=== counter_scheduler ===
**counter_scheduler: sequential cells colored by netlist name**

Other sequential cells in the stronger gray, the rest of the logic in the fainter gray.
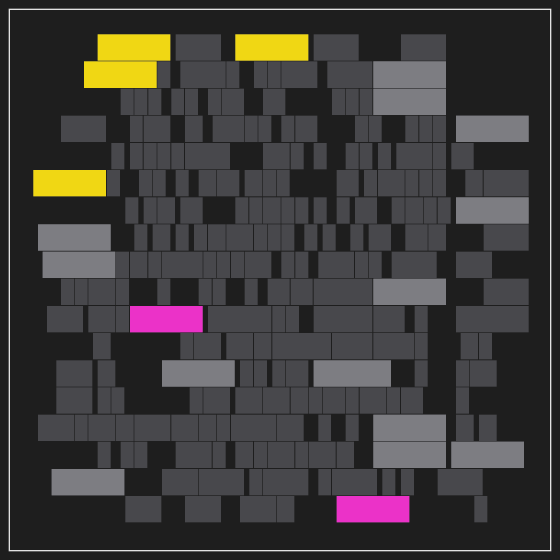

$ cat config.mk
export PLATFORM = sky130hd
export DESIGN_NAME = counter_scheduler
export DESIGN_NICKNAME = d
export VERILOG_FILES = /design/src/rtl/counter_scheduler.sv
export SDC_FILE = /design/constraint.sdc
export NUM_CORES = 1
export LEC_CHECK = 0
export ABC_AREA = 1
export ABC_CLOCK_PERIOD_IN_PS = 1800
export CAP_MARGIN = 15
export CORE_MARGIN = 2
export CORE_UTILIZATION = 50
export DETAILED_ROUTE_END_ITERATION = 6
export PLACE_DENSITY = 0.78
export SETUP_SLACK_MARGIN = 0.02
export SKIP_CTS_REPAIR_TIMING = 1
export SLEW_MARGIN = 20
export SYNTH_ARGS = -nofsm -noshare
export SYNTH_HDL_FRONTEND = slang
export SYNTH_SLANG_ARGS = --single-unit
$ cat constraint.sdc
create_clock -name clk -period 1.8 [get_ports clk]
set_input_delay 0.54 -clock clk [delete_from_list [all_inputs] [get_ports clk]]
set_output_delay 0.54 -clock clk [all_outputs]
set_load 0.02 [all_outputs]
$ cat src/rtl/counter_scheduler.sv
// Two-requester count-session scheduler: grants one requester at a time and runs its counter up to a latched length.
// Define COUNTER_SCHED_FIXED_PRIO_EN to make requester 1 always win a tie; the default build arbitrates ties round-robin.
module counter_scheduler #(
  parameter int WIDTH = 4
) (
  input  logic             clk,
  input  logic             reset,
  input  logic [1:0]       req,
  input  logic [WIDTH-1:0] len1,
  input  logic [WIDTH-1:0] len2,
  input  logic             abort,
  output logic [1:0]       gnt,
  output logic             busy,
  output logic [1:0]       done,
  output logic [WIDTH-1:0] counter1,
  output logic [WIDTH-1:0] counter2
);

  localparam logic [1:0] IDLE = 2'd0;
  localparam logic [1:0] RUN  = 2'd1;
  localparam logic [1:0] DONE = 2'd2;

  logic [1:0]       state_q, state_d;
  logic [1:0]       gnt_q, gnt_d;
  logic [1:0]       done_q, done_d;
  logic [WIDTH-1:0] len_q, len_d;
  logic [WIDTH-1:0] cnt1_q, cnt1_d;
  logic [WIDTH-1:0] cnt2_q, cnt2_d;
  // last_q = 1 means requester 2 was served last, so requester 1 wins the next tie.
  logic             last_q, last_d;

  logic [1:0]       win;
  logic [WIDTH-1:0] cur_cnt;
  logic             at_end;

  always_comb begin
    win = req;
`ifdef COUNTER_SCHED_FIXED_PRIO_EN
    if (req == 2'b11) win = 2'b01;
`else
    if (req == 2'b11) win = last_q ? 2'b01 : 2'b10;
`endif
  end

  assign cur_cnt = gnt_q[1] ? cnt2_q : cnt1_q;
  assign at_end  = (cur_cnt == len_q);

  always_comb begin
    state_d = state_q;
    gnt_d   = gnt_q;
    done_d  = 2'b00;
    len_d   = len_q;
    cnt1_d  = cnt1_q;
    cnt2_d  = cnt2_q;
    last_d  = last_q;
    case (state_q)
      IDLE: begin
        if (req != 2'b00) begin
          state_d = RUN;
          gnt_d   = win;
          len_d   = win[0] ? len1 : len2;
          if (win[0]) cnt1_d = '0;
          else        cnt2_d = '0;
        end
      end
      RUN: begin
        // Abort takes priority over the terminal count, so a coinciding end emits no done.
        if (abort) begin
          state_d = IDLE;
          gnt_d   = 2'b00;
          last_d  = gnt_q[1];
        end else if (at_end) begin
          state_d = DONE;
          gnt_d   = 2'b00;
          done_d  = gnt_q;
        end else if (gnt_q[1]) begin
          cnt2_d = cnt2_q + WIDTH'(1);
        end else begin
          cnt1_d = cnt1_q + WIDTH'(1);
        end
      end
      DONE: begin
        state_d = IDLE;
        last_d  = done_q[1];
      end
      default: begin
        state_d = IDLE;
        gnt_d   = 2'b00;
      end
    endcase
  end

  always_ff @(posedge clk) begin
    if (!reset) begin
      state_q <= IDLE;
      gnt_q   <= 2'b00;
      done_q  <= 2'b00;
      len_q   <= '0;
      cnt1_q  <= '0;
      cnt2_q  <= '0;
      last_q  <= 1'b1;
    end else begin
      state_q <= state_d;
      gnt_q   <= gnt_d;
      done_q  <= done_d;
      len_q   <= len_d;
      cnt1_q  <= cnt1_d;
      cnt2_q  <= cnt2_d;
      last_q  <= last_d;
    end
  end

  assign gnt      = gnt_q;
  assign done     = done_q;
  assign busy     = (state_q != IDLE);
  assign counter1 = cnt1_q;
  assign counter2 = cnt2_q;

endmodule
=== uart_transmitter ===
## src/rtl/uart_transmitter.sv

```systemverilog
// 8N1 UART transmitter: accepts one byte per valid/ready handshake and
// serialises it LSB first with one start bit and one stop bit.
module uart_transmitter #(
    parameter int unsigned ClockFreq = 50_000_000,
    parameter int unsigned BaudRate  = 115_200
) (
    input  logic       Clock,
    input  logic       Reset,
    input  logic [7:0] DataIn,
    input  logic       DataInValid,
    output logic       DataInReady,
    output logic       SOut
);

    localparam int unsigned BitPeriod  = ClockFreq / BaudRate;
    localparam int unsigned CountWidth = $clog2(BitPeriod) + 1;
    localparam logic [CountWidth-1:0] LastCount = CountWidth'(BitPeriod - 1);

    typedef enum logic [1:0] {
        IDLE,
        START,
        DATA,
        STOP
    } state_t;

    state_t                r_state;
    state_t                w_state_next;
    logic [CountWidth-1:0] r_count;
    logic [CountWidth-1:0] w_count_next;
    logic [2:0]            r_bit_idx;
    logic [2:0]            w_bit_idx_next;
    logic [7:0]            r_shift;
    logic [7:0]            w_shift_next;
    logic                  r_sout;
    logic                  w_sout_next;
    logic                  w_bit_done;

    assign w_bit_done  = (r_count == LastCount);
    assign DataInReady = (r_state == IDLE) && !Reset;
    assign SOut        = r_sout;

    always_ff @(posedge Clock) begin
        if (Reset) begin
            r_state   <= IDLE;
            r_count   <= '0;
            r_bit_idx <= '0;
            r_shift   <= '0;
            r_sout    <= 1'b1;
        end else begin
            r_state   <= w_state_next;
            r_count   <= w_count_next;
            r_bit_idx <= w_bit_idx_next;
            r_shift   <= w_shift_next;
            r_sout    <= w_sout_next;
        end
    end

    // The shift register is consumed from bit 0: each bit boundary drives
    // r_shift[0] onto the line and shifts the remaining bits down.
    always_comb begin
        w_state_next   = r_state;
        w_count_next   = r_count + 1'b1;
        w_bit_idx_next = r_bit_idx;
        w_shift_next   = r_shift;
        w_sout_next    = r_sout;
        case (r_state)
            IDLE: begin
                w_count_next   = '0;
                w_bit_idx_next = '0;
                w_sout_next    = 1'b1;
                if (DataInValid && DataInReady) begin
                    w_shift_next = DataIn;
                    w_sout_next  = 1'b0;
                    w_state_next = START;
                end
            end
            START: begin
                if (w_bit_done) begin
                    w_count_next = '0;
                    w_sout_next  = r_shift[0];
                    w_shift_next = {1'b0, r_shift[7:1]};
                    w_state_next = DATA;
                end
            end
            DATA: begin
                if (w_bit_done) begin
                    w_count_next = '0;
                    if (r_bit_idx == 3'd7) begin
                        w_bit_idx_next = '0;
                        w_sout_next    = 1'b1;
                        w_state_next   = STOP;
                    end else begin
                        w_bit_idx_next = r_bit_idx + 1'b1;
                        w_sout_next    = r_shift[0];
                        w_shift_next   = {1'b0, r_shift[7:1]};
                    end
                end
            end
            STOP: begin
                if (w_bit_done) begin
                    w_count_next = '0;
                    w_state_next = IDLE;
                end
            end
            default: begin
                w_count_next = '0;
                w_sout_next  = 1'b1;
                w_state_next = IDLE;
            end
        endcase
    end

    // A bit period below two clocks cannot be timed by this counter scheme.
    always_ff @(posedge Clock) begin
        assert (BitPeriod >= 2)
        else $error("uart_transmitter: bit period %0d is below 2 clocks", BitPeriod);
    end

endmodule

```

## config.mk

```make
export PLATFORM = sky130hd
export DESIGN_NAME = uart_transmitter
export DESIGN_NICKNAME = d
export VERILOG_FILES = /design/src/rtl/uart_transmitter.sv
export SDC_FILE = /design/constraint.sdc
export NUM_CORES = 1
export LEC_CHECK = 0
export CORE_ASPECT_RATIO = 2
export CORE_MARGIN = 4
export CORE_UTILIZATION = 36
export DETAILED_ROUTE_END_ITERATION = 12
export PLACE_DENSITY = 0.56
export SLEW_MARGIN = 15
export SYNTH_ARGS = -nofsm -noshare
export SYNTH_HDL_FRONTEND = slang
export SYNTH_SLANG_ARGS = --single-unit
```

## constraint.sdc

```tcl
create_clock -name Clock -period 1.9 [get_ports Clock]
set_input_delay 0.38 -clock Clock [delete_from_list [all_inputs] [get_ports Clock]]
set_output_delay 0.38 -clock Clock [all_outputs]
set_load 0.1 [all_outputs]
```

**uart_transmitter: routed clock nets over the placement**

The bar under the picture is 20 um long.
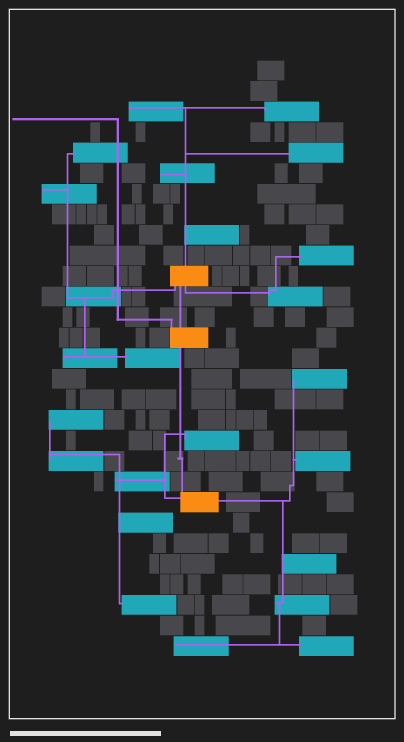
legend:
  cyan:
    item: flip-flops
    count: 24
  orange:
    item: clock drivers
    count: 3
  purple:
    item: clock wires
    length: 350 um
flops lie: spread over the die
routed clock nets: 4

==> impl_metrics.yaml, uart_transmitter <==
# flow metrics
power_and_ir_drop:
  combPwrFrac_pct: 58.1
  power.density_nw_per_um2: 1430
  pwr-share-clk_pct: 12.7
  internal_power_uw: 1400
  p_seq_uw: 691
  pwr-share-seq_pct: 29.1
route:
  firstDrtPassIters: 4
  drc: 0
  viasPerCell: 5.17
finish:
  seq_share_pct: 29.0
  non_clock_inverter_count: 7
  stdcell_count: 209
  clk_share_pct: 2.49
  bufAreaShareNonClock_pct: 14.5
  buffers: 27
  finalNetCount: 183
  lay_top_count: "dfxtp_1"
logic_synthesis:
  top_cells_by_count: "dfxtp_1, nor2_1, ha_1, mux2i_1"
  synthDistinctLibCells: 42
  topCellsByArea: "dfxtp_1, ha_1, mux2i_1, xnor2_1, nor2_1"
  synthTopLogicFamily: "simple AND/OR/NAND/NOR gates"
  synth_warnings: 0
  edf_count: 0
  async_flop_share_pct: 0
  yosysTopAreaCell: "dfxtp_1"
  ys_sh_mux_pct: 6.82
critical_path:
  worstPathMaxFanout: 6
  reg2reg_from: "r_state[0]"
  critPathKind: "flop to output pin"
placed_design:
  place_congestion: 0.845
  hpwl_mm: 2.39
outcome:
  outcome: "completed"
global_route:
  met2_usage_pct: 26.1
  grt_pass1_wl_mm: 5.00
timing:
  final-setup-viol-count: 0
  period_minus_slack_ps: 1830
  slew_headroom_pct: 69.4
hold_path:
  hold_start: "r_shift[6]"
-- uart_transmitter: how the worst max path moves through the flow --
stage             endpoint  slack, ps  cells after the start
3_5_place_dp    r_state[0]        -20                      5
5_1_grt         r_shift[2]          7                      8
2_1_floorplan   r_state[0]         70                      6
3_3_place_gp    r_state[0]        -20                      5
6_report       DataInReady         70                      5
4_1_cts         r_state[0]         30                      5
-- uart_transmitter: state kept, by name (all words and copies together) (netlist names) --
register / flops
SOut: 1
r_bit_idx: 3
r_count: 10
r_shift: 8
r_state: 2
**counter_scheduler: logic cells by family**

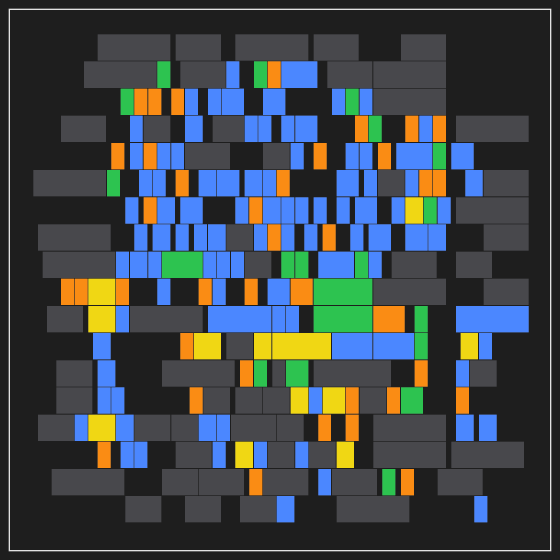
legend:
  yellow:
    family: inverting AOI/OAI gates
    cells: 12
  blue:
    family: NAND gates
    cells: 96
  orange:
    family: inverters
    cells: 38
  green:
    family: NOR gates
    cells: 20

**counter_scheduler: sizing map**

The bar under the picture is 20 um long.
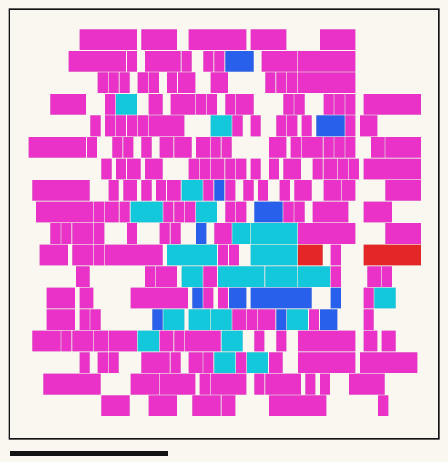
legend:
  magenta:
    size: _0 and _1 cells
    cells: 193
    share: 84%
    most_used: nand2_1
  blue:
    size: _2 cells
    cells: 12
    share: 5.2%
    most_used: inv_2
  red:
    size: _6 and larger
    cells: 2
    share: 0.87%
  cyan:
    size: _3 and _4 cells
    cells: 22
    share: 9.6%
    most_used: buf_4

## Picture notes: 'sequential cells colored by netlist name' of counter_scheduler
legend:
  yellow:
    netlist_name: `counter2`
    flops: 4
    where: top left
  magenta:
    netlist_name: `gnt`
    flops: 2
not colored: 13

==> impl_metrics.yaml, counter_scheduler <==
# flow metrics
outcome:
  outcome: "completed"
logic_synthesis:
  syn_inst: 192
  synth_top_cell_by_count: "nand2_1"
  top_cells_by_count: "nand2_1, inv_1, dfxtp_1"
  syn_area_um2: 1250
finish:
  bufAreaShareNonClock_pct: 22.0
  finalNetCount: 245
  stdcell_count: 259
  drive_above_1_share_pct: 15.7
timing:
  finalClockPeriodUsage_pct: 97.0
  rsz0062_at_grt: "no"
  setup_slack_ps: 53.9
  timing.setup.tns_ps: 0
route:
  routedWlPerCell_um: 11.6
  met1_length_mm: 1.42
  firstDrtPassIters: 4
critical_path:
  critical_path_arrival_ps: 1960
  rrSetupSlack_ps: 220
  reg2reg_from: "gnt[1]"
  startpoint_type: "input port"
placed_design:
  preCtsSetupSlack_ps: -258
global_route:
  grt_pass1_wl_mm: 5.04
  grt_use_total_pct: 23.7
die:
  fp_util_pct: 51.5
  die-area_um2: 2920
  ios: 26
clock_tree:
  cts_max_path_buffers: 2
power_and_ir_drop:
  power.density_nw_per_um2: 820
==> counter_scheduler: worst max path at each step <==
stage | from | to | slack, ps | cells after the start
floorplan | gnt[1] | counter1[0] | 330 | 12
global placement | req[0] | counter2[3] | -210 | 9
detailed placement | req[0] | counter2[2] | -260 | 9
CTS | state_q[0] | busy | -210 | 3
global route | req[1] | counter2[2] | 20 | 9
finish | req[1] | counter2[2] | 50 | 9
==> counter_scheduler: worst max-delay path, cell delays in order <==
cell and delay (ps):
clkdlybuf4s50_1 520, inv_2 80, o21ai_4 160, nor2_2 80, nor3_4 200, buf_4 160, nand4_1 90, nand2_1 80
nor2_1 40


==> gallery <==
Clock nets.
(a)
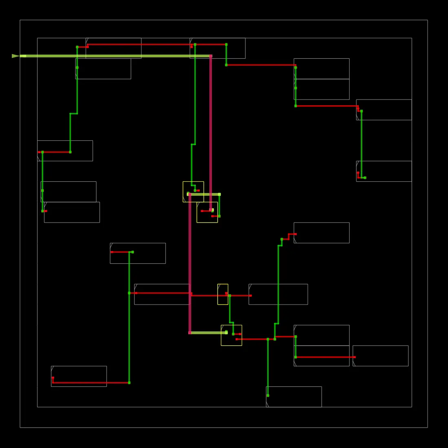
(b)
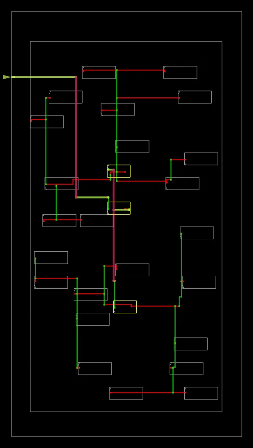
The one with the most sequential cells is (b).
(b): uart_transmitter
(a): counter_scheduler

Power and IR drop assume default switching activity.
